=== design 1 ===
<file path="src/rtl/uart_cmd_processor.sv">
// uart_cmd_processor: turns a 2-byte UART request into a DHT11 read and a 2-byte UART response.
// Every output is registered. The FSM computes the next value of each register and always_ff stores it.
module uart_cmd_processor #(
    parameter int BYTE_TIMEOUT_CLKS   = 5_000_000,
    parameter int SENSOR_TIMEOUT_CLKS = 50_000_000,
    parameter int NUM_SENSORS         = 32
) (
    input  logic        i_Clock,
    input  logic        i_Rst_n,
    input  logic        i_Rx_DV,
    input  logic [7:0]  i_Rx_Byte,
    output logic        o_Tx_DV,
    output logic [7:0]  o_Tx_Byte,
    input  logic        i_Tx_Active,
    input  logic        i_Tx_Done,
    output logic        o_Sensor_Req,
    output logic [4:0]  o_Sensor_Addr,
    input  logic        i_Sensor_Valid,
    input  logic        i_Sensor_Err,
    input  logic [39:0] i_Sensor_Data,
    output logic        o_Busy
);
    typedef enum logic [2:0] {IDLE, GET_ADDR, CHECK, SENSOR_WAIT, SEND0, WAIT0, SEND1, WAIT1} state_t;

    state_t      state, state_d;
    logic [7:0]  cmd, cmd_d, addr, addr_d, resp0, resp0_d, resp1, resp1_d, tx_byte_d;
    logic [31:0] cnt, cnt_d;
    logic        tx_dv_d, req_d;
    logic [4:0]  sensor_addr_d;
    logic [7:0]  sum;
    logic        sensor_bad;

    assign sum        = i_Sensor_Data[39:32] + i_Sensor_Data[31:24] + i_Sensor_Data[23:16] + i_Sensor_Data[15:8];
    assign sensor_bad = i_Sensor_Err || (sum != i_Sensor_Data[7:0]);

    always_comb begin
        state_d       = state;
        cmd_d         = cmd;
        addr_d        = addr;
        resp0_d       = resp0;
        resp1_d       = resp1;
        cnt_d         = cnt + 32'd1;
        tx_dv_d       = 1'b0;
        tx_byte_d     = o_Tx_Byte;
        req_d         = 1'b0;
        sensor_addr_d = o_Sensor_Addr;
        case (state)
            IDLE: begin
                cnt_d = '0;
                if (i_Rx_DV) begin
                    cmd_d   = i_Rx_Byte;
                    state_d = GET_ADDR;
                end
            end
            GET_ADDR: begin
                if (i_Rx_DV) begin
                    addr_d  = i_Rx_Byte;
                    state_d = CHECK;
                end else if (cnt == 32'(BYTE_TIMEOUT_CLKS - 1)) begin
                    state_d = IDLE;
                end
            end
            CHECK: begin
                cnt_d = '0;
                if (cmd > 8'h02) begin
                    {resp0_d, resp1_d} = {8'hEF, 8'h00};
                    state_d            = SEND0;
                end else if (32'(addr) >= 32'(NUM_SENSORS)) begin
                    {resp0_d, resp1_d} = {8'hDF, 8'h00};
                    state_d            = SEND0;
                end else begin
                    req_d         = 1'b1;
                    sensor_addr_d = addr[4:0];
                    state_d       = SENSOR_WAIT;
                end
            end
            SENSOR_WAIT: begin
                // a silent sensor is reported exactly like a failed read
                if (i_Sensor_Valid) begin
                    {resp0_d, resp1_d} = sensor_bad     ? {8'h1F, 8'h00} :
                                         cmd == 8'h00   ? {8'h07, 8'h00} :
                                         cmd == 8'h01   ? {8'h09, i_Sensor_Data[23:16]} :
                                                          {8'h08, i_Sensor_Data[39:32]};
                    state_d = SEND0;
                end else if (cnt == 32'(SENSOR_TIMEOUT_CLKS - 1)) begin
                    {resp0_d, resp1_d} = {8'h1F, 8'h00};
                    state_d            = SEND0;
                end
            end
            SEND0: begin
                if (!i_Tx_Active) begin
                    tx_dv_d   = 1'b1;
                    tx_byte_d = resp0;
                    state_d   = WAIT0;
                end
            end
            WAIT0: state_d = i_Tx_Done ? SEND1 : WAIT0;
            SEND1: begin
                if (!i_Tx_Active) begin
                    tx_dv_d   = 1'b1;
                    tx_byte_d = resp1;
                    state_d   = WAIT1;
                end
            end
            WAIT1: state_d = i_Tx_Done ? IDLE : WAIT1;
            default: state_d = IDLE;
        endcase
    end

    always_ff @(posedge i_Clock or negedge i_Rst_n) begin
        if (!i_Rst_n) begin
            state         <= IDLE;
            cmd           <= '0;
            addr          <= '0;
            resp0         <= '0;
            resp1         <= '0;
            cnt           <= '0;
            o_Tx_DV       <= 1'b0;
            o_Tx_Byte     <= '0;
            o_Sensor_Req  <= 1'b0;
            o_Sensor_Addr <= '0;
            o_Busy        <= 1'b0;
        end else begin
            state         <= state_d;
            cmd           <= cmd_d;
            addr          <= addr_d;
            resp0         <= resp0_d;
            resp1         <= resp1_d;
            cnt           <= cnt_d;
            o_Tx_DV       <= tx_dv_d;
            o_Tx_Byte     <= tx_byte_d;
            o_Sensor_Req  <= req_d;
            o_Sensor_Addr <= sensor_addr_d;
            o_Busy        <= (state_d != IDLE);
        end
    end
endmodule

</file>
<file path="config.mk">
export PLATFORM = sky130hd
export DESIGN_NAME = uart_cmd_processor
export DESIGN_NICKNAME = d
export VERILOG_FILES = /design/src/rtl/uart_cmd_processor.sv
export SDC_FILE = /design/constraint.sdc
export NUM_CORES = 1
export LEC_CHECK = 0
export ABC_CLOCK_PERIOD_IN_PS = 1810
export CAP_MARGIN = 20
export CORE_AREA = 5 5 120 94
export CTS_BUF_LIST = sky130_fd_sc_hd__clkbuf_16
export CTS_CLUSTER_DIAMETER = 120
export DETAILED_ROUTE_END_ITERATION = 10
export DIE_AREA = 0 0 125 99
export HOLD_SLACK_MARGIN = 0.05
export PLACE_DENSITY = 0.71
export SKIP_CTS_REPAIR_TIMING = 1
export SLEW_MARGIN = 20
export SYNTH_ARGS = -nofsm -noshare
export SYNTH_HDL_FRONTEND = slang
export SYNTH_SLANG_ARGS = --single-unit
</file>
<file path="constraint.sdc">
create_clock -name i_Clock -period 1.81 [get_ports i_Clock]
set_input_delay 0.362 -clock i_Clock [delete_from_list [all_inputs] [get_ports i_Clock]]
set_output_delay 0.362 -clock i_Clock [all_outputs]
set_load 0.005 [all_outputs]
</file>
=== design 2 ===
[src/rtl/ctrl_unit.sv]
// RV32I main decoder: turns opcode/func3/func7 into datapath selects and enables.
// The only state is the LOAD phase bit, which splits LOAD into address and write-back cycles.
module ctrl_unit (
    input  logic       clk,
    input  logic       rst,
    input  logic [4:0] opcode,
    input  logic [2:0] func3,
    input  logic [6:0] func7,
    input  logic       b,
    output logic [2:0] imm_type,
    output logic       alu1_sel,
    output logic       alu2_sel,
    output logic [3:0] alu_op,
    output logic [1:0] rd_sel,
    output logic       reg_wr,
    output logic [1:0] pc_sel,
    output logic [1:0] mem_sel,
    output logic       mem_wr,
    output logic [2:0] cmp_op,
    output logic [2:0] sel_type
);

    localparam logic [4:0] OPC_OP     = 5'b01100;
    localparam logic [4:0] OPC_OP_IMM = 5'b00100;
    localparam logic [4:0] OPC_LOAD   = 5'b00000;
    localparam logic [4:0] OPC_STORE  = 5'b01000;
    localparam logic [4:0] OPC_BRANCH = 5'b11000;
    localparam logic [4:0] OPC_JAL    = 5'b11011;
    localparam logic [4:0] OPC_JALR   = 5'b11001;
    localparam logic [4:0] OPC_LUI    = 5'b01101;
    localparam logic [4:0] OPC_AUIPC  = 5'b00101;

    localparam logic [3:0] ALU_ADD  = 4'b0000;
    localparam logic [3:0] ALU_SUB  = 4'b0001;
    localparam logic [3:0] ALU_SLL  = 4'b0010;
    localparam logic [3:0] ALU_SLT  = 4'b0011;
    localparam logic [3:0] ALU_SLTU = 4'b0100;
    localparam logic [3:0] ALU_XOR  = 4'b0101;
    localparam logic [3:0] ALU_SRL  = 4'b0110;
    localparam logic [3:0] ALU_SRA  = 4'b0111;
    localparam logic [3:0] ALU_OR   = 4'b1000;
    localparam logic [3:0] ALU_AND  = 4'b1001;

    typedef enum logic {
        PH_ADDR = 1'b0,
        PH_WB   = 1'b1
    } phase_e;

    phase_e load_phase_q;
    phase_e load_phase_d;
    logic   alt_q_bit;
    logic   unused_func7;

    // Only func7[5] distinguishes SUB/SRA; the remaining bits are don't-care.
    assign alt_q_bit    = func7[5];
    assign unused_func7 = ^{func7[6], func7[4:0]};

    always_ff @(posedge clk) begin
        if (!rst) begin
            load_phase_q <= PH_ADDR;
        end else begin
            load_phase_q <= load_phase_d;
        end
    end

    always_comb begin
        load_phase_d = PH_ADDR;
        if (opcode == OPC_LOAD && load_phase_q == PH_ADDR) begin
            load_phase_d = PH_WB;
        end
    end

    function automatic logic [3:0] arith_op(input logic [2:0] f3, input logic alt,
                                            input logic allow_sub);
        logic [3:0] op;
        op = ALU_ADD;
        unique case (f3)
            3'b000:  op = (allow_sub && alt) ? ALU_SUB : ALU_ADD;
            3'b001:  op = ALU_SLL;
            3'b010:  op = ALU_SLT;
            3'b011:  op = ALU_SLTU;
            3'b100:  op = ALU_XOR;
            3'b101:  op = alt ? ALU_SRA : ALU_SRL;
            3'b110:  op = ALU_OR;
            default: op = ALU_AND;
        endcase
        return op;
    endfunction

    always_comb begin
        imm_type = 3'b000;
        alu1_sel = 1'b0;
        alu2_sel = 1'b1;
        alu_op   = ALU_ADD;
        rd_sel   = 2'b10;
        reg_wr   = 1'b0;
        pc_sel   = 2'b01;
        mem_sel  = 2'b00;
        mem_wr   = 1'b0;
        case (opcode)
            OPC_OP: begin
                alu2_sel = 1'b0;
                alu_op   = arith_op(func3, alt_q_bit, 1'b1);
                reg_wr   = 1'b1;
            end
            OPC_OP_IMM: begin
                imm_type = 3'b100;
                alu_op   = arith_op(func3, alt_q_bit, 1'b0);
                reg_wr   = 1'b1;
            end
            OPC_LOAD: begin
                imm_type = 3'b100;
                rd_sel   = 2'b11;
                // Address phase stalls the PC and points memory at the ALU result.
                if (load_phase_q == PH_ADDR) begin
                    pc_sel  = 2'b10;
                    mem_sel = 2'b01;
                end else begin
                    reg_wr  = 1'b1;
                end
            end
            OPC_STORE: begin
                imm_type = 3'b011;
                mem_sel  = 2'b01;
                mem_wr   = 1'b1;
            end
            OPC_BRANCH: begin
                imm_type = 3'b101;
                alu1_sel = 1'b1;
                pc_sel   = b ? 2'b00 : 2'b01;
            end
            OPC_JAL: begin
                imm_type = 3'b010;
                alu1_sel = 1'b1;
                rd_sel   = 2'b01;
                reg_wr   = 1'b1;
                pc_sel   = 2'b00;
            end
            OPC_JALR: begin
                imm_type = 3'b100;
                rd_sel   = 2'b01;
                reg_wr   = 1'b1;
                pc_sel   = 2'b00;
            end
            OPC_LUI: begin
                imm_type = 3'b001;
                rd_sel   = 2'b00;
                reg_wr   = 1'b1;
            end
            OPC_AUIPC: begin
                imm_type = 3'b001;
                alu1_sel = 1'b1;
                reg_wr   = 1'b1;
            end
            default: begin
            end
        endcase
    end

    always_comb begin
        cmp_op = 3'b000;
        case (func3)
            3'b001:  cmp_op = 3'b001;
            3'b100:  cmp_op = 3'b010;
            3'b101:  cmp_op = 3'b011;
            3'b110:  cmp_op = 3'b100;
            3'b111:  cmp_op = 3'b101;
            default: cmp_op = 3'b000;
        endcase
    end

    always_comb begin
        sel_type = 3'b010;
        case (func3)
            3'b000:  sel_type = 3'b000;
            3'b001:  sel_type = 3'b001;
            3'b100:  sel_type = 3'b011;
            3'b101:  sel_type = 3'b100;
            default: sel_type = 3'b010;
        endcase
    end

endmodule

[config.mk]
export PLATFORM = sky130hd
export DESIGN_NAME = ctrl_unit
export DESIGN_NICKNAME = d
export VERILOG_FILES = /design/src/rtl/ctrl_unit.sv
export SDC_FILE = /design/constraint.sdc
export NUM_CORES = 1
export LEC_CHECK = 0
export CAP_MARGIN = 5
export CORE_AREA = 2 2 39 41
export DETAILED_ROUTE_END_ITERATION = 16
export DIE_AREA = 0 0 41 43
export DONT_BUFFER_PORTS = 1
export GPL_TIMING_DRIVEN = 0
export PLACE_DENSITY = 0.49
export SKIP_CTS_REPAIR_TIMING = 1
export SYNTH_ARGS = -nofsm -noshare
export SYNTH_HDL_FRONTEND = slang
export SYNTH_SLANG_ARGS = --single-unit
export TNS_END_PERCENT = 10
[constraint.sdc]
create_clock -name clk -period 1.9 [get_ports clk]
set_input_delay 0.285 -clock clk [delete_from_list [all_inputs] [get_ports clk]]
set_output_delay 0.285 -clock clk [all_outputs]
set_load 0.03 [all_outputs]
=== design 3 ===
File: config.mk
export PLATFORM = sky130hd
export DESIGN_NAME = pipelined_adder
export DESIGN_NICKNAME = d
export VERILOG_FILES = /design/src/rtl/pipelined_adder_pkg.sv /design/src/rtl/adder_segment.sv /design/src/rtl/full_adder.sv /design/src/rtl/pipelined_adder.sv
export SDC_FILE = /design/constraint.sdc
export NUM_CORES = 1
export LEC_CHECK = 0
export CAP_MARGIN = 0
export CORE_ASPECT_RATIO = 1.1
export CORE_MARGIN = 4
export CORE_UTILIZATION = 57
export DETAILED_ROUTE_END_ITERATION = 8
export PLACE_DENSITY_LB_ADDON = 0.15
export SETUP_SLACK_MARGIN = 0.15
export SLEW_MARGIN = 10
export SYNTH_ARGS = -nofsm -noshare
export SYNTH_HDL_FRONTEND = slang
export SYNTH_SLANG_ARGS = --single-unit
File: constraint.sdc
create_clock -name clk -period 5.7 [get_ports clk]
set_clock_uncertainty 0.2 [all_clocks]
set_input_delay 1.425 -clock clk [delete_from_list [all_inputs] [get_ports clk]]
set_output_delay 1.425 -clock clk [all_outputs]
set_load 0.01 [all_outputs]
File: src/rtl/pipelined_adder_pkg.sv
// Shared constants for the segmented pipelined adder.
package pipelined_adder_pkg;

  localparam int DEF_WIDTH = 16;
  localparam int DEF_SEG   = 4;

  // Encoding of the sub input.
  typedef enum logic {
    ADD = 1'b0,
    SUB = 1'b1
  } sub_mode_e;

  // One pipeline stage per SEG-bit slice of the operands.
  function automatic int num_stages(input int width, input int seg);
    return width / seg;
  endfunction

endpackage

File: src/rtl/adder_segment.sv
// Combinational SEG-bit ripple adder; exposes the carry into its top bit so
// the final stage can form signed overflow.
module adder_segment
  import pipelined_adder_pkg::*;
#(
  parameter int SEG = DEF_SEG
) (
  input  logic [SEG-1:0] a,
  input  logic [SEG-1:0] b,
  input  logic           cin,
  output logic [SEG-1:0] sum,
  output logic           cout,
  output logic           c_msb
);

  logic [SEG:0] c;

  assign c[0] = cin;

  for (genvar i = 0; i < SEG; i++) begin : g_bit
    full_adder u_fa (
      .a    (a[i]),
      .b    (b[i]),
      .cin  (c[i]),
      .s    (sum[i]),
      .cout (c[i+1])
    );
  end

  assign cout  = c[SEG];
  assign c_msb = c[SEG-1];

endmodule

File: src/rtl/full_adder.sv
// One-bit full adder cell.
module full_adder (
  input  logic a,
  input  logic b,
  input  logic cin,
  output logic s,
  output logic cout
);

  assign s    = a ^ b ^ cin;
  assign cout = (a & b) | (cin & (a ^ b));

endmodule

File: src/rtl/pipelined_adder.sv
// Segmented add/subtract pipeline: stage k sums operand slice k using the
// carry registered by stage k-1. Unsummed upper slices ride in shrinking skew
// registers, finished low slices grow toward the output. Whole pipe stalls
// together on output backpressure. WIDTH must be a positive multiple of SEG.
module pipelined_adder
  import pipelined_adder_pkg::*;
#(
  parameter int WIDTH = DEF_WIDTH,
  parameter int SEG   = DEF_SEG
) (
  input  logic             clk,
  input  logic             reset,
  input  logic             in_valid,
  output logic             in_ready,
  input  logic [WIDTH-1:0] a,
  input  logic [WIDTH-1:0] b,
  input  logic             carry_in,
  input  logic             sub,
  output logic             out_valid,
  input  logic             out_ready,
  output logic [WIDTH-1:0] out,
  output logic             carry_out,
  output logic             overflow
);

  localparam int STAGES = num_stages(WIDTH, SEG);

  logic             adv;
  logic             sub_en;
  logic [WIDTH-1:0] b_eff;
  logic             cin_eff;
  logic [STAGES:1]  vld_pipe;

  // Subtract is A + ~B + ~borrow_in, so one adder serves both modes.
  assign adv      = !out_valid || out_ready;
  assign in_ready = adv;
  assign sub_en   = (sub_mode_e'(sub) == SUB);
  assign b_eff    = sub_en ? ~b : b;
  assign cin_eff  = sub_en ? ~carry_in : carry_in;

  // Valid shift register, one bit per stage; bubbles travel as zeros.
  always_ff @(posedge clk or posedge reset) begin
    if (reset) begin
      vld_pipe <= '0;
    end else if (adv) begin
      vld_pipe[1] <= in_valid;
      for (int k = 2; k <= STAGES; k++) vld_pipe[k] <= vld_pipe[k-1];
    end
  end

  assign out_valid = vld_pipe[STAGES];

  for (genvar k = 0; k < STAGES; k++) begin : g_stg
    localparam int LO  = k * SEG;
    localparam int REM = WIDTH - LO;   // operand bits still unsummed on entry

    logic [REM-1:0]    a_up;
    logic [REM-1:0]    b_up;
    logic              ci;
    logic              sub_in;
    logic [SEG-1:0]    seg_sum;
    logic              co;
    logic              c_msb;
    logic [LO+SEG-1:0] sum_d;
    logic [LO+SEG-1:0] sum_q;

    if (k == 0) begin : g_src
      assign a_up   = a;
      assign b_up   = b_eff;
      assign ci     = cin_eff;
      assign sub_in = sub_en;
      assign sum_d  = seg_sum;
    end else begin : g_src
      assign a_up   = g_stg[k-1].g_skew.a_hi;
      assign b_up   = g_stg[k-1].g_skew.b_hi;
      assign ci     = g_stg[k-1].g_skew.cy_q;
      assign sub_in = g_stg[k-1].g_skew.sub_q;
      assign sum_d  = {seg_sum, g_stg[k-1].sum_q};
    end

    adder_segment #(.SEG(SEG)) u_seg (
      .a     (a_up[SEG-1:0]),
      .b     (b_up[SEG-1:0]),
      .cin   (ci),
      .sum   (seg_sum),
      .cout  (co),
      .c_msb (c_msb)
    );

    // Finished low-order sum slices move forward with their beat.
    always_ff @(posedge clk or posedge reset) begin
      if (reset)    sum_q <= '0;
      else if (adv) sum_q <= sum_d;
    end

    if (k < STAGES-1) begin : g_skew
      logic [REM-SEG-1:0] a_hi;
      logic [REM-SEG-1:0] b_hi;
      logic               cy_q;
      logic               sub_q;
      logic               unused_msb;

      // Carry into a mid-word bit has no meaning for the result.
      assign unused_msb = c_msb;

      // Carry plus the still-unsummed upper slices skew down one stage.
      always_ff @(posedge clk or posedge reset) begin
        if (reset) begin
          a_hi  <= '0;
          b_hi  <= '0;
          cy_q  <= 1'b0;
          sub_q <= 1'b0;
        end else if (adv) begin
          a_hi  <= a_up[REM-1:SEG];
          b_hi  <= b_up[REM-1:SEG];
          cy_q  <= co;
          sub_q <= sub_in;
        end
      end
    end else begin : g_last
      logic co_q;
      logic ovf_q;

      // Final flags: borrow is the inverted raw carry in subtract mode.
      always_ff @(posedge clk or posedge reset) begin
        if (reset) begin
          co_q  <= 1'b0;
          ovf_q <= 1'b0;
        end else if (adv) begin
          co_q  <= co ^ sub_in;
          ovf_q <= co ^ c_msb;
        end
      end
    end
  end

  assign out       = g_stg[STAGES-1].sum_q;
  assign carry_out = g_stg[STAGES-1].g_last.co_q;
  assign overflow  = g_stg[STAGES-1].g_last.ovf_q;

endmodule


==> screenshots <==
Routed metal, one colour a layer.
image #1
(3 px per micron)
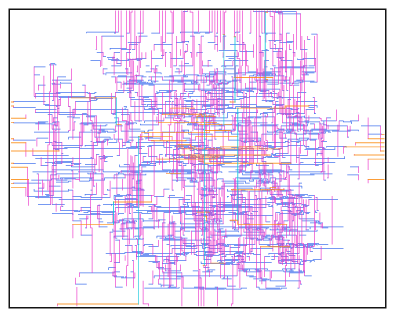
image #2
(8 px per micron)
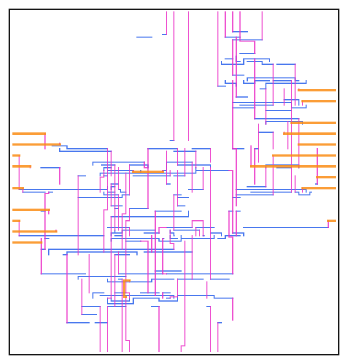
image #3
(4 px per micron)
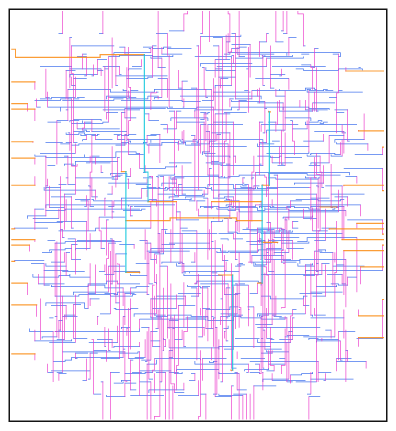
- most wire: image #1
| picture | from |
|---|---|
| image #2 | design 2 |
| image #1 | design 1 |
| image #3 | design 3 |

Key to image #3:
metal 1 -> blue  # wire length 3,480 microns
metal 4 -> cyan  # wire length 129 microns
metal 3 -> orange  # wire length 255 microns
metal 2 -> magenta  # wire length 3,600 microns

### I/O pins on the die edge, design 3

(3 px per micron) Pins as bars across the die edge, other pins in grey.
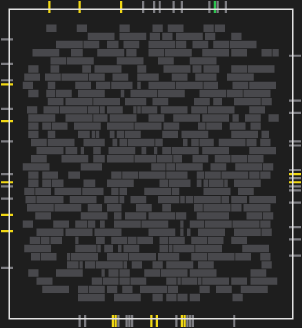
overflow -> green  # pins 1, direction output, edge top
b -> yellow  # pins 16, direction input, edge 6 bottom, 5 left, 3 top, 2 right
all pins by edge = 17 bottom, 15 right, 14 left, 12 top

==> Slide: Implementation Results, design 3 <==
Flow Results at a Glance

Run status
  • Status: finished, final reports clean

Floorplan
  • Tapcells: 108
  • Die height: 103 microns

Finish
  • Clock Network Area Fraction: 3.65%
  • Sequential share of cell area: 46.0%
  • Commonest non-fill, non-tap cell in the layout: dfrtp_1

Clock tree
  • Cts bufs inserted: 9
  • Setup bufs post-CTS: 0
  • CTS H-tree lvls: 3

Min path
  • Worst Hold End: vld_pipe[4]

Synthesis
  • Yosys aoi share: 0.971%
  • Cell Area, Synth: 4640 sq um
  • Unique cell types: 15

Final timing
  • Count of final setup violators: 0
  • Setup ws final: 1.30 ns
  • Crit path time final: 4.40 ns

Power
  • Sequential power share: 43.2%
  • Switching Share: 30.1%

GRT
  • Antenna violations before repair: 0
  • First-pass GRT wire length: 12,700 microns

Setup path
  • CP endpoint kind: output port

Route
  • Top layer in use: met4
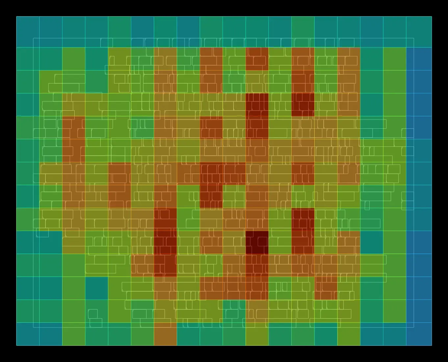
*Routing congestion, design 1*
GR Util All Layers: 17.9%
most used routing layer: met2
met2 Use GR: 29.5%
Global Route met1 Usage: 23.5%
GR Util met3: 4.01%

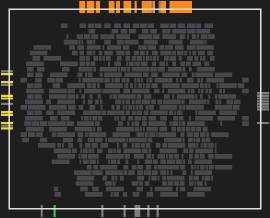
*I/O pins on the die edge, design 1*
(2 px per micron) Pins as bars across the die edge, other pins in grey.
i_Rx_Byte -> yellow  # pins 8, direction input, edge left
i_Rst_n -> green  # pins 1, direction input, edge bottom
i_Sensor_Data -> orange  # pins 40, direction input, edge top
all pins by edge = 42 top, 12 left, 9 bottom, 8 right
die height: 99 microns
DIE WIDTH: 125 microns

==> Slide: Implementation Results, design 1 <==
Flow Results at a Glance

Place
  • Final HPWL DP: 8250 microns

Setup path
  • Worst setup path startpoint: i_Sensor_Data[25]
  • CP Cell Sequence: buf_6, fa_1, inv_2, fa_1, inv_2, ha_4, fa_1, xor2_1, nor3_2, nand4_1, nor3_2, nand3_2, buf_6, a22o_1

Run status
  • Failing checks: negative setup slack
  • Status: finished, violations left

Synthesis
  • Dominant cell area share: 46.5%
  • Number of enable flip-flop cells: 0
  • XOR/XNOR Area Share: 9.23%
  • Ys async rst share: 100%
  • Synth warnings: 0

Finish
  • Layout cells sized above 1: 28.1%
  • Layout clock buffers: 9

Power
  • Pint: 4.75 mW
  • Comb pwr: 2.53 mW

Final timing
  • Final period util: 178%
  • Setup ws final: -1.41 ns
  • Count of final setup violators: 14

Route
  • Top layer in use: met4
  • Vias per cell: 5.19

GRT
  • Global route overflow: 0
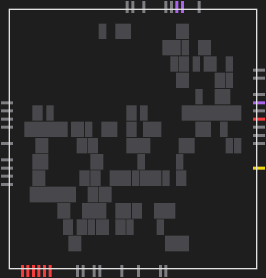
*I/O pins on the die edge, design 2*
(6 px per micron) Pins as bars across the die edge, other pins in grey.
alu2_sel -> yellow  # pins 1, direction output, edge right
func7 -> red  # pins 7, direction input, edge 6 bottom, 1 right
sel_type -> purple  # pins 3, direction output, edge 2 top, 1 right
all pins by edge = 14 bottom, 10 right, 9 left, 8 top
die height: 43 microns
IO buf count: 0
DIE WIDTH: 41 microns

==> Slide: Implementation Results, design 2 <==
Flow Results at a Glance

Place
  • Dpl ws: -0.0203 ns
  • Placed Area: 433 sq um

GRT
  • Largest net degree at the start of global routing: 11
  • Met2 Use GR: 17.5%
  • Global Route met1 Usage: 16.8%
  • Vias in the first global route: 342
  • First-pass GRT wire length: 1470 microns

Setup path
  • CP endpoint kind: output port
  • R2R depth: 2
  • CP Depth: 4

Synthesis
  • Unique cell types: 33
  • Synth Register Bits: 1
  • Syn avg cell area: 6.35 sq um
  • Commonest register cell after synthesis: dfxtp_1
  • Basic Gates by Area: 50.6%
  • Adder-cell area share of the yosys netlist: 0%

Final timing
  • Crit path time final: 1.75 ns
  • Worst slew margin: 55.3%
  • Final slew viol count: 0

Floorplan
  • Tapcells: 16

Route
  • Total wire length: 1010 microns
  • Vias per cell: 5.63

Finish
  • Logic area: 355 sq um
  • Final instance area: 448 sq um

Power
  • Switching power: 0.0800 mW
  • VDD IR max: 0.000140 V
  • Clock network fraction of total power: 0%
  • Switching Share: 60.6%

Run status
  • Status: finished, final reports clean

Min path
  • Hold_sp: rst

=== design 4 ===
--- src/rtl/mem_port_arbiter.sv ---
// N-port memory request arbiter: grants one requester at a time onto a single
// memory port, with a registered response path and an optional wait timeout.
module mem_port_arbiter #(
  parameter int NUM_PORTS = 2,
  parameter int ADDR_W    = 32,
  parameter int DATA_W    = 32,
  parameter int RR_MODE   = 1,
  parameter int TIMEOUT   = 0
) (
  input  logic                          clock,
  input  logic                          reset,
  input  logic [NUM_PORTS-1:0]          req_valid,
  input  logic [NUM_PORTS-1:0]          req_rw,
  input  logic [NUM_PORTS*ADDR_W-1:0]   req_addr,
  input  logic [NUM_PORTS*DATA_W-1:0]   req_wdata,
  input  logic [NUM_PORTS*DATA_W/8-1:0] req_byte_en,
  output logic [NUM_PORTS-1:0]          resp_ready,
  output logic [DATA_W-1:0]             resp_rdata,
  output logic                          mem_request,
  output logic                          mem_rw,
  output logic [ADDR_W-1:0]             mem_address,
  output logic [DATA_W-1:0]             mem_writeData,
  output logic [DATA_W/8-1:0]           mem_byte_en,
  input  logic [DATA_W-1:0]             mem_readData,
  input  logic                          mem_data_ready,
  output logic                          busy,
  output logic                          timeout_err
);

  localparam int BE_W = DATA_W / 8;
  localparam int IW   = (NUM_PORTS > 1) ? $clog2(NUM_PORTS) : 1;
  localparam int TW   = (TIMEOUT > 1) ? $clog2(TIMEOUT) : 1;
  localparam int TLIM = (TIMEOUT > 0) ? TIMEOUT - 1 : 0;
  localparam logic [TW-1:0]        TLIM_V  = TW'(TLIM);
  localparam logic [NUM_PORTS-1:0] ONE_HOT = NUM_PORTS'(1);

  typedef enum logic [1:0] {IDLE, BUSY, RESP} state_e;

  state_e                 state_q, state_d;
  logic [IW-1:0]          grant_q, grant_d;
  logic [IW-1:0]          last_grant_q, last_grant_d;
  logic                   mem_request_q, mem_request_d;
  logic                   mem_rw_q, mem_rw_d;
  logic [ADDR_W-1:0]      mem_address_q, mem_address_d;
  logic [DATA_W-1:0]      mem_wdata_q, mem_wdata_d;
  logic [BE_W-1:0]        mem_be_q, mem_be_d;
  logic [NUM_PORTS-1:0]   resp_ready_q, resp_ready_d;
  logic [DATA_W-1:0]      resp_rdata_q, resp_rdata_d;
  logic                   timeout_err_q, timeout_err_d;
  logic [TW-1:0]          tcount_q, tcount_d;

  logic [ADDR_W-1:0] addr_arr  [NUM_PORTS];
  logic [DATA_W-1:0] wdata_arr [NUM_PORTS];
  logic [BE_W-1:0]   be_arr    [NUM_PORTS];

  genvar gi;
  generate
    for (gi = 0; gi < NUM_PORTS; gi++) begin : g_unpack
      assign addr_arr[gi]  = req_addr[gi*ADDR_W +: ADDR_W];
      assign wdata_arr[gi] = req_wdata[gi*DATA_W +: DATA_W];
      assign be_arr[gi]    = req_byte_en[gi*BE_W +: BE_W];
    end
  endgenerate

  // Candidate search order: plain index order, or rotated to start just past
  // the previous winner so every waiting port is reached within NUM_PORTS-1 grants.
  logic [IW:0]   cand;
  logic [IW-1:0] grant_sel;
  logic          found;

  always_comb begin
    grant_sel = '0;
    found     = 1'b0;
    cand      = '0;
    for (int k = 0; k < NUM_PORTS; k++) begin
      if (RR_MODE != 0) begin
        cand = {1'b0, last_grant_q} + (IW+1)'(k + 1);
        if (cand >= (IW+1)'(NUM_PORTS)) begin
          cand = cand - (IW+1)'(NUM_PORTS);
        end
      end else begin
        cand = (IW+1)'(k);
      end
      if (!found && req_valid[cand[IW-1:0]]) begin
        found     = 1'b1;
        grant_sel = cand[IW-1:0];
      end
    end
  end

  always_comb begin
    state_d       = state_q;
    grant_d       = grant_q;
    last_grant_d  = last_grant_q;
    mem_request_d = mem_request_q;
    mem_rw_d      = mem_rw_q;
    mem_address_d = mem_address_q;
    mem_wdata_d   = mem_wdata_q;
    mem_be_d      = mem_be_q;
    resp_ready_d  = '0;
    resp_rdata_d  = resp_rdata_q;
    timeout_err_d = 1'b0;
    tcount_d      = tcount_q;
    case (state_q)
      IDLE: begin
        if (found) begin
          grant_d       = grant_sel;
          last_grant_d  = grant_sel;
          mem_rw_d      = req_rw[grant_sel];
          mem_address_d = addr_arr[grant_sel];
          mem_wdata_d   = wdata_arr[grant_sel];
          mem_be_d      = be_arr[grant_sel];
          mem_request_d = 1'b1;
          tcount_d      = '0;
          state_d       = BUSY;
        end
      end
      BUSY: begin
        // A completion arriving on the expiry cycle still counts as a normal completion.
        if (mem_data_ready) begin
          mem_request_d = 1'b0;
          resp_rdata_d  = mem_rw_q ? '0 : mem_readData;
          resp_ready_d  = ONE_HOT << grant_q;
          state_d       = RESP;
        end else if ((TIMEOUT > 0) && (tcount_q == TLIM_V)) begin
          mem_request_d = 1'b0;
          resp_rdata_d  = '0;
          resp_ready_d  = ONE_HOT << grant_q;
          timeout_err_d = 1'b1;
          state_d       = RESP;
        end else begin
          tcount_d = tcount_q + 1'b1;
        end
      end
      RESP: begin
        resp_rdata_d = '0;
        state_d      = IDLE;
      end
      default: state_d = IDLE;
    endcase
  end

  always_ff @(posedge clock) begin
    if (reset) begin
      state_q       <= IDLE;
      grant_q       <= '0;
      last_grant_q  <= IW'(NUM_PORTS - 1);
      mem_request_q <= 1'b0;
      mem_rw_q      <= 1'b0;
      mem_address_q <= '0;
      mem_wdata_q   <= '0;
      mem_be_q      <= '0;
      resp_ready_q  <= '0;
      resp_rdata_q  <= '0;
      timeout_err_q <= 1'b0;
      tcount_q      <= '0;
    end else begin
      state_q       <= state_d;
      grant_q       <= grant_d;
      last_grant_q  <= last_grant_d;
      mem_request_q <= mem_request_d;
      mem_rw_q      <= mem_rw_d;
      mem_address_q <= mem_address_d;
      mem_wdata_q   <= mem_wdata_d;
      mem_be_q      <= mem_be_d;
      resp_ready_q  <= resp_ready_d;
      resp_rdata_q  <= resp_rdata_d;
      timeout_err_q <= timeout_err_d;
      tcount_q      <= tcount_d;
    end
  end

  assign resp_ready    = resp_ready_q;
  assign resp_rdata    = resp_rdata_q;
  assign mem_request   = mem_request_q;
  assign mem_rw        = mem_rw_q;
  assign mem_address   = mem_address_q;
  assign mem_writeData = mem_wdata_q;
  assign mem_byte_en   = mem_be_q;
  assign busy          = (state_q != IDLE);
  assign timeout_err   = timeout_err_q;

endmodule
--- config.mk ---
export PLATFORM = sky130hd
export DESIGN_NAME = mem_port_arbiter
export DESIGN_NICKNAME = d
export VERILOG_FILES = /design/src/rtl/mem_port_arbiter.sv
export SDC_FILE = /design/constraint.sdc
export NUM_CORES = 1
export LEC_CHECK = 0
export CAP_MARGIN = 40
export CORE_ASPECT_RATIO = 0.7
export CORE_MARGIN = 2
export CORE_UTILIZATION = 40
export CTS_BUF_LIST = sky130_fd_sc_hd__clkbuf_16
export CTS_CLUSTER_DIAMETER = 100
export DETAILED_ROUTE_END_ITERATION = 7
export PLACE_DENSITY = 0.83
export SYNTH_ARGS = -nofsm -noshare
export SYNTH_HDL_FRONTEND = slang
export SYNTH_SLANG_ARGS = --single-unit
--- constraint.sdc ---
create_clock -name clock -period 2.5 [get_ports clock]
set_clock_uncertainty 0.2 [all_clocks]
set_input_delay 0.75 -clock clock [delete_from_list [all_inputs] [get_ports clock]]
set_output_delay 0.75 -clock clock [all_outputs]
set_load 0.02 [all_outputs]
=== design 5 ===
===== src/rtl/redmule_job_launcher.sv =====
// redmule_job_launcher: programs RedMulE jobs over the HWPE peripheral port (acquire, write job regs, trigger, wait event)
// Ports: clk_i/rst_ni/clear_i; job_valid_i/job_ready_o/job_regs_i job source; evt_i completion event;
//        busy_o/job_done_o/job_id_o status; req_o/gnt_i/add_o/wen_o/be_o/data_o/id_o request; r_valid_i/r_data_i/r_id_i response
module redmule_job_launcher #(
  parameter int unsigned         ID_WIDTH    = 8,
  parameter int unsigned         N_JOB_REGS  = 10,
  parameter logic [31:0]         BASE_ADDR   = 32'h0000_0000,
  parameter int unsigned         RETRY_WAIT  = 16,
  parameter logic [ID_WIDTH-1:0] LAUNCHER_ID = '0
) (
  input  logic                     clk_i,
  input  logic                     rst_ni,
  input  logic                     clear_i,
  input  logic                     job_valid_i,
  output logic                     job_ready_o,
  input  logic [N_JOB_REGS*32-1:0] job_regs_i,
  input  logic                     evt_i,
  output logic                     busy_o,
  output logic                     job_done_o,
  output logic [7:0]               job_id_o,
  output logic                     req_o,
  input  logic                     gnt_i,
  output logic [31:0]              add_o,
  output logic                     wen_o,
  output logic [3:0]               be_o,
  output logic [31:0]              data_o,
  output logic [ID_WIDTH-1:0]      id_o,
  input  logic                     r_valid_i,
  input  logic [31:0]              r_data_i,
  input  logic [ID_WIDTH-1:0]      r_id_i
);
  localparam int unsigned CW = $clog2(RETRY_WAIT + 1);
  localparam logic [4:0] LAST = 5'(N_JOB_REGS - 1);
  typedef enum logic [3:0] {IDLE, ACQ_REQ, ACQ_RSP, BACKOFF, WR_REQ, WR_RSP, TRIG_REQ, TRIG_RSP, WAIT_EVT, DONE} state_t;
  state_t                   r_state, w_next, w_acq_nxt, w_wr_nxt;
  logic [N_JOB_REGS*32-1:0] r_regs;
  logic [4:0]               r_idx;
  logic [CW-1:0]            r_cnt;
  logic [7:0]               r_job_id;
  logic                     w_acq_rsp, w_wr_rsp, w_trig_rsp, w_unused;
  // a grant with a same-cycle response counts as the response, skipping the *_RSP wait
  assign w_acq_rsp  = r_valid_i && (r_state == ACQ_RSP  || (r_state == ACQ_REQ  && gnt_i));
  assign w_wr_rsp   = r_valid_i && (r_state == WR_RSP   || (r_state == WR_REQ   && gnt_i));
  assign w_trig_rsp = r_valid_i && (r_state == TRIG_RSP || (r_state == TRIG_REQ && gnt_i));
  assign w_acq_nxt  = r_data_i[31] ? BACKOFF : WR_REQ;
  assign w_wr_nxt   = r_idx == LAST ? TRIG_REQ : WR_REQ;
  assign w_unused   = ^{r_data_i[30:8], r_id_i};
  always_comb begin
    w_next = r_state;
    case (r_state)
      IDLE:     w_next = job_valid_i ? ACQ_REQ : IDLE;
      ACQ_REQ:  w_next = w_acq_rsp ? w_acq_nxt : gnt_i ? ACQ_RSP : ACQ_REQ;
      ACQ_RSP:  w_next = w_acq_rsp ? w_acq_nxt : ACQ_RSP;
      BACKOFF:  w_next = r_cnt == CW'(1) ? ACQ_REQ : BACKOFF;
      WR_REQ:   w_next = w_wr_rsp ? w_wr_nxt : gnt_i ? WR_RSP : WR_REQ;
      WR_RSP:   w_next = w_wr_rsp ? w_wr_nxt : WR_RSP;
      TRIG_REQ: w_next = w_trig_rsp ? WAIT_EVT : gnt_i ? TRIG_RSP : TRIG_REQ;
      TRIG_RSP: w_next = w_trig_rsp ? WAIT_EVT : TRIG_RSP;
      WAIT_EVT: w_next = evt_i ? DONE : WAIT_EVT;
      default:  w_next = IDLE;
    endcase
  end
  always_ff @(posedge clk_i or negedge rst_ni) begin
    if (!rst_ni) begin
      r_state  <= IDLE;
      r_regs   <= '0;
      r_idx    <= '0;
      r_cnt    <= '0;
      r_job_id <= '0;
    end else if (clear_i) begin
      r_state <= IDLE;
      r_idx   <= '0;
      r_cnt   <= '0;
    end else begin
      r_state <= w_next;
      if (r_state == IDLE && job_valid_i) r_regs <= job_regs_i;
      if (w_acq_rsp && r_data_i[31]) r_cnt <= CW'(RETRY_WAIT);
      if (w_acq_rsp && !r_data_i[31]) begin
        r_job_id <= r_data_i[7:0];
        r_idx    <= '0;
      end
      if (r_state == BACKOFF) r_cnt <= r_cnt - CW'(1);
      // the latched descriptor shifts down so the current word is always at the bottom
      if (w_wr_rsp) begin
        r_regs <= r_regs >> 32;
        r_idx  <= r_idx == LAST ? r_idx : r_idx + 5'd1;
      end
    end
  end
  assign req_o       = r_state inside {ACQ_REQ, WR_REQ, TRIG_REQ};
  assign add_o       = r_state == ACQ_REQ  ? BASE_ADDR + 32'h4 :
                       r_state == WR_REQ   ? BASE_ADDR + 32'h40 + {25'b0, r_idx, 2'b0} :
                       r_state == TRIG_REQ ? BASE_ADDR : 32'h0;
  assign wen_o       = r_state == ACQ_REQ;
  assign be_o        = req_o ? 4'hF : 4'h0;
  assign data_o      = r_state == WR_REQ ? r_regs[31:0] : 32'h0;
  assign id_o        = req_o ? LAUNCHER_ID : '0;
  assign job_ready_o = r_state == IDLE;
  assign busy_o      = !(r_state inside {IDLE, DONE});
  assign job_done_o  = r_state == DONE;
  assign job_id_o    = r_job_id;
endmodule


===== config.mk =====
export PLATFORM = sky130hd
export DESIGN_NAME = redmule_job_launcher
export DESIGN_NICKNAME = d
export VERILOG_FILES = /design/src/rtl/redmule_job_launcher.sv
export SDC_FILE = /design/constraint.sdc
export NUM_CORES = 1
export LEC_CHECK = 0
export CAP_MARGIN = 20
export CORE_ASPECT_RATIO = 1.2
export CORE_MARGIN = 2
export CORE_UTILIZATION = 45
export CTS_BUF_LIST = sky130_fd_sc_hd__clkbuf_8 sky130_fd_sc_hd__clkbuf_16
export DETAILED_ROUTE_END_ITERATION = 6
export PLACE_DENSITY = 0.86
export SYNTH_ARGS = -nofsm -noshare
export SYNTH_HDL_FRONTEND = slang
export SYNTH_SLANG_ARGS = --single-unit

===== constraint.sdc =====
create_clock -name clk_i -period 1.9 [get_ports clk_i]
set_input_delay 0.38 -clock clk_i [delete_from_list [all_inputs] [get_ports clk_i]]
set_output_delay 0.38 -clock clk_i [all_outputs]
set_load 0.005 [all_outputs]


==> gallery <==
Register map, names as in the netlist.
Plate I
(2 px per micron) Other sequential cells in the stronger grey, the rest of the logic in the fainter grey.
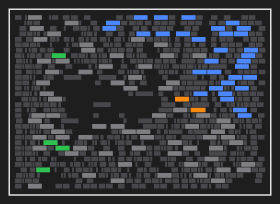
Plate II
(1 px per micron) Other sequential cells in the stronger grey, the rest of the logic in the fainter grey.
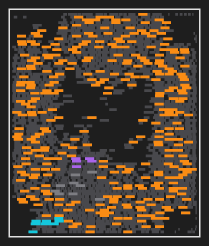
- largest die: Plate II
- most sequential cells: Plate II
Plate II is design 5.
Plate I is design 4.

Key to Plate I:
state_q -> orange  # placed flops 2
resp_rdata -> blue  # placed flops 32
mem_byte_en -> green  # placed flops 4

### I/O pins on the die edge, design 5

(1 px per micron) Pins as bars across the die edge, other pins in grey.
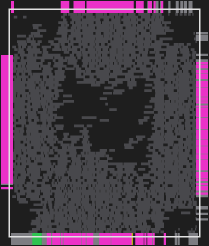
rst_ni -> yellow  # pins 1, direction input, edge bottom
r_id_i -> green  # pins 8, direction input, edge bottom
job_regs_i -> magenta  # pins 320, direction input, edge 95 left, 81 top, 73 bottom, 71 right

==> Slide: Implementation Results, design 5 <==
Flow Results at a Glance

Place
  • Placed Area: 23,400 sq um
  • IO buf count: 390

Final timing
  • RSZ-0062 raised after global routing: yes
  • Hold Vio Cnt, Final: 0
  • Setup ws final: -0.493 ns
  • Final period util: 126%
  • Count of final setup violators: 377

Setup path
  • Critical path's top delay family: buffers and inverters
  • RR Startpoint: r_state[3]
  • CP endpoint kind: flop

Floorplan
  • Io pins: 456

Run status
  • Failing checks: negative setup slack
  • Status: finished, violations left

Finish
  • Layout clock buffers: 49
  • Reg area: 8560 sq um
  • Clock Network Area Fraction: 4.85%
  • Largest register FFs: 320

Synthesis
  • Number of enable flip-flop cells: 0
  • Unique cell types: 53

Clock tree
  • Root Buffer: clkbuf_16
  • CTS tree: built

GRT
  • Vias in the first global route: 13,700

Power
  • VDD IR max: 0.000716 V
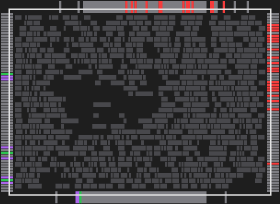
*I/O pins on the die edge, design 4*
(2 px per micron) Pins as bars across the die edge, other pins in grey.
mem_readData -> red  # pins 32, direction input, edge 19 right, 13 top
req_byte_en -> purple  # pins 8, direction input, edge 6 left, 2 bottom
mem_byte_en -> green  # pins 4, direction output, edge 3 left, 1 bottom
DIE WIDTH: 130 microns
IO buf count: 279
die height: 92.2 microns

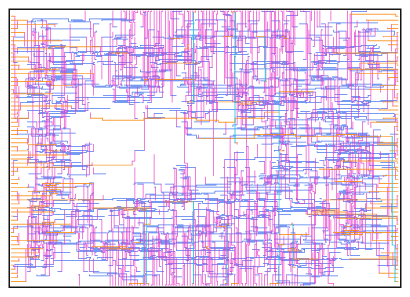
*Routed metal, one colour a layer, design 4*
(3 px per micron)
metal 1 -> blue  # wire length 6,420 microns
metal 3 -> orange  # wire length 1,360 microns
metal 2 -> magenta  # wire length 7,880 microns
metal 4 -> cyan  # wire length 304 microns
Vias: 4,986
GR Util All Layers: 26.0%
total wire length: 16,000 microns

==> Slide: Implementation Results, design 4 <==
Flow Results at a Glance

Run status
  • Status: finished, final reports clean

Final timing
  • Final period util: 95.0%
  • Hold Vio Cnt, Final: 0

Flow run
  • Max Cap Viol: 0

Power
  • Clock network fraction of total power: 29.2%
  • VDD IR max: 0.000336 V
  • Sequential cell power: 1.97 mW
  • Tot Pwr: 4.75 mW

GRT
  • Largest net degree at the start of global routing: 74

Clock tree
  • Clk latency late pin: 0.34 ns
  • Resized Gates After CTS: 2
  • Cts bufs inserted: 9
  • CTS tree: built

Finish
  • ANT cells: 0
  • Top cell category: buffers

Setup path
  • CP max stage delay: 0.67 ns
  • CP Depth: 1


==> gallery <==
Routing congestion.
picture 1
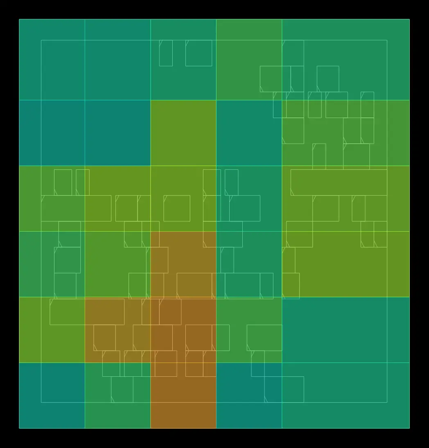
picture 2
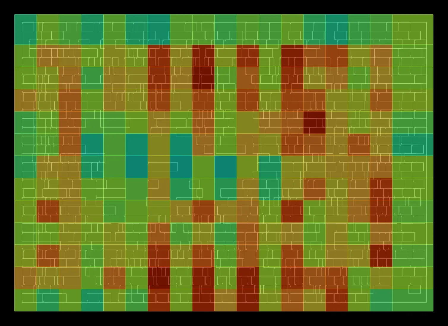
picture 3
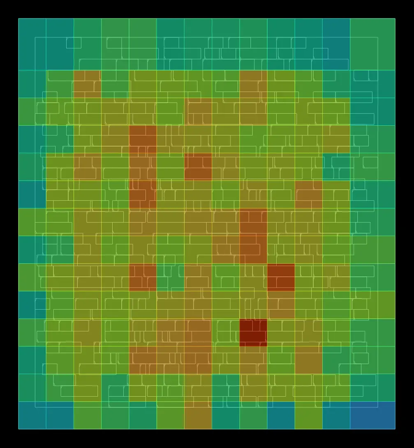
picture 4
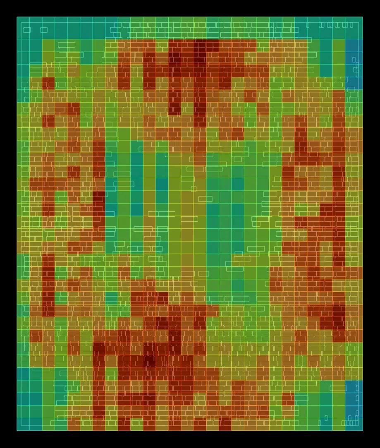
Picture 3 comes from design 3.
Picture 1 comes from design 2.
Picture 4 comes from design 5.
Picture 2 comes from design 4.

No activity file was given, so power comes from the tool's default toggle rates.
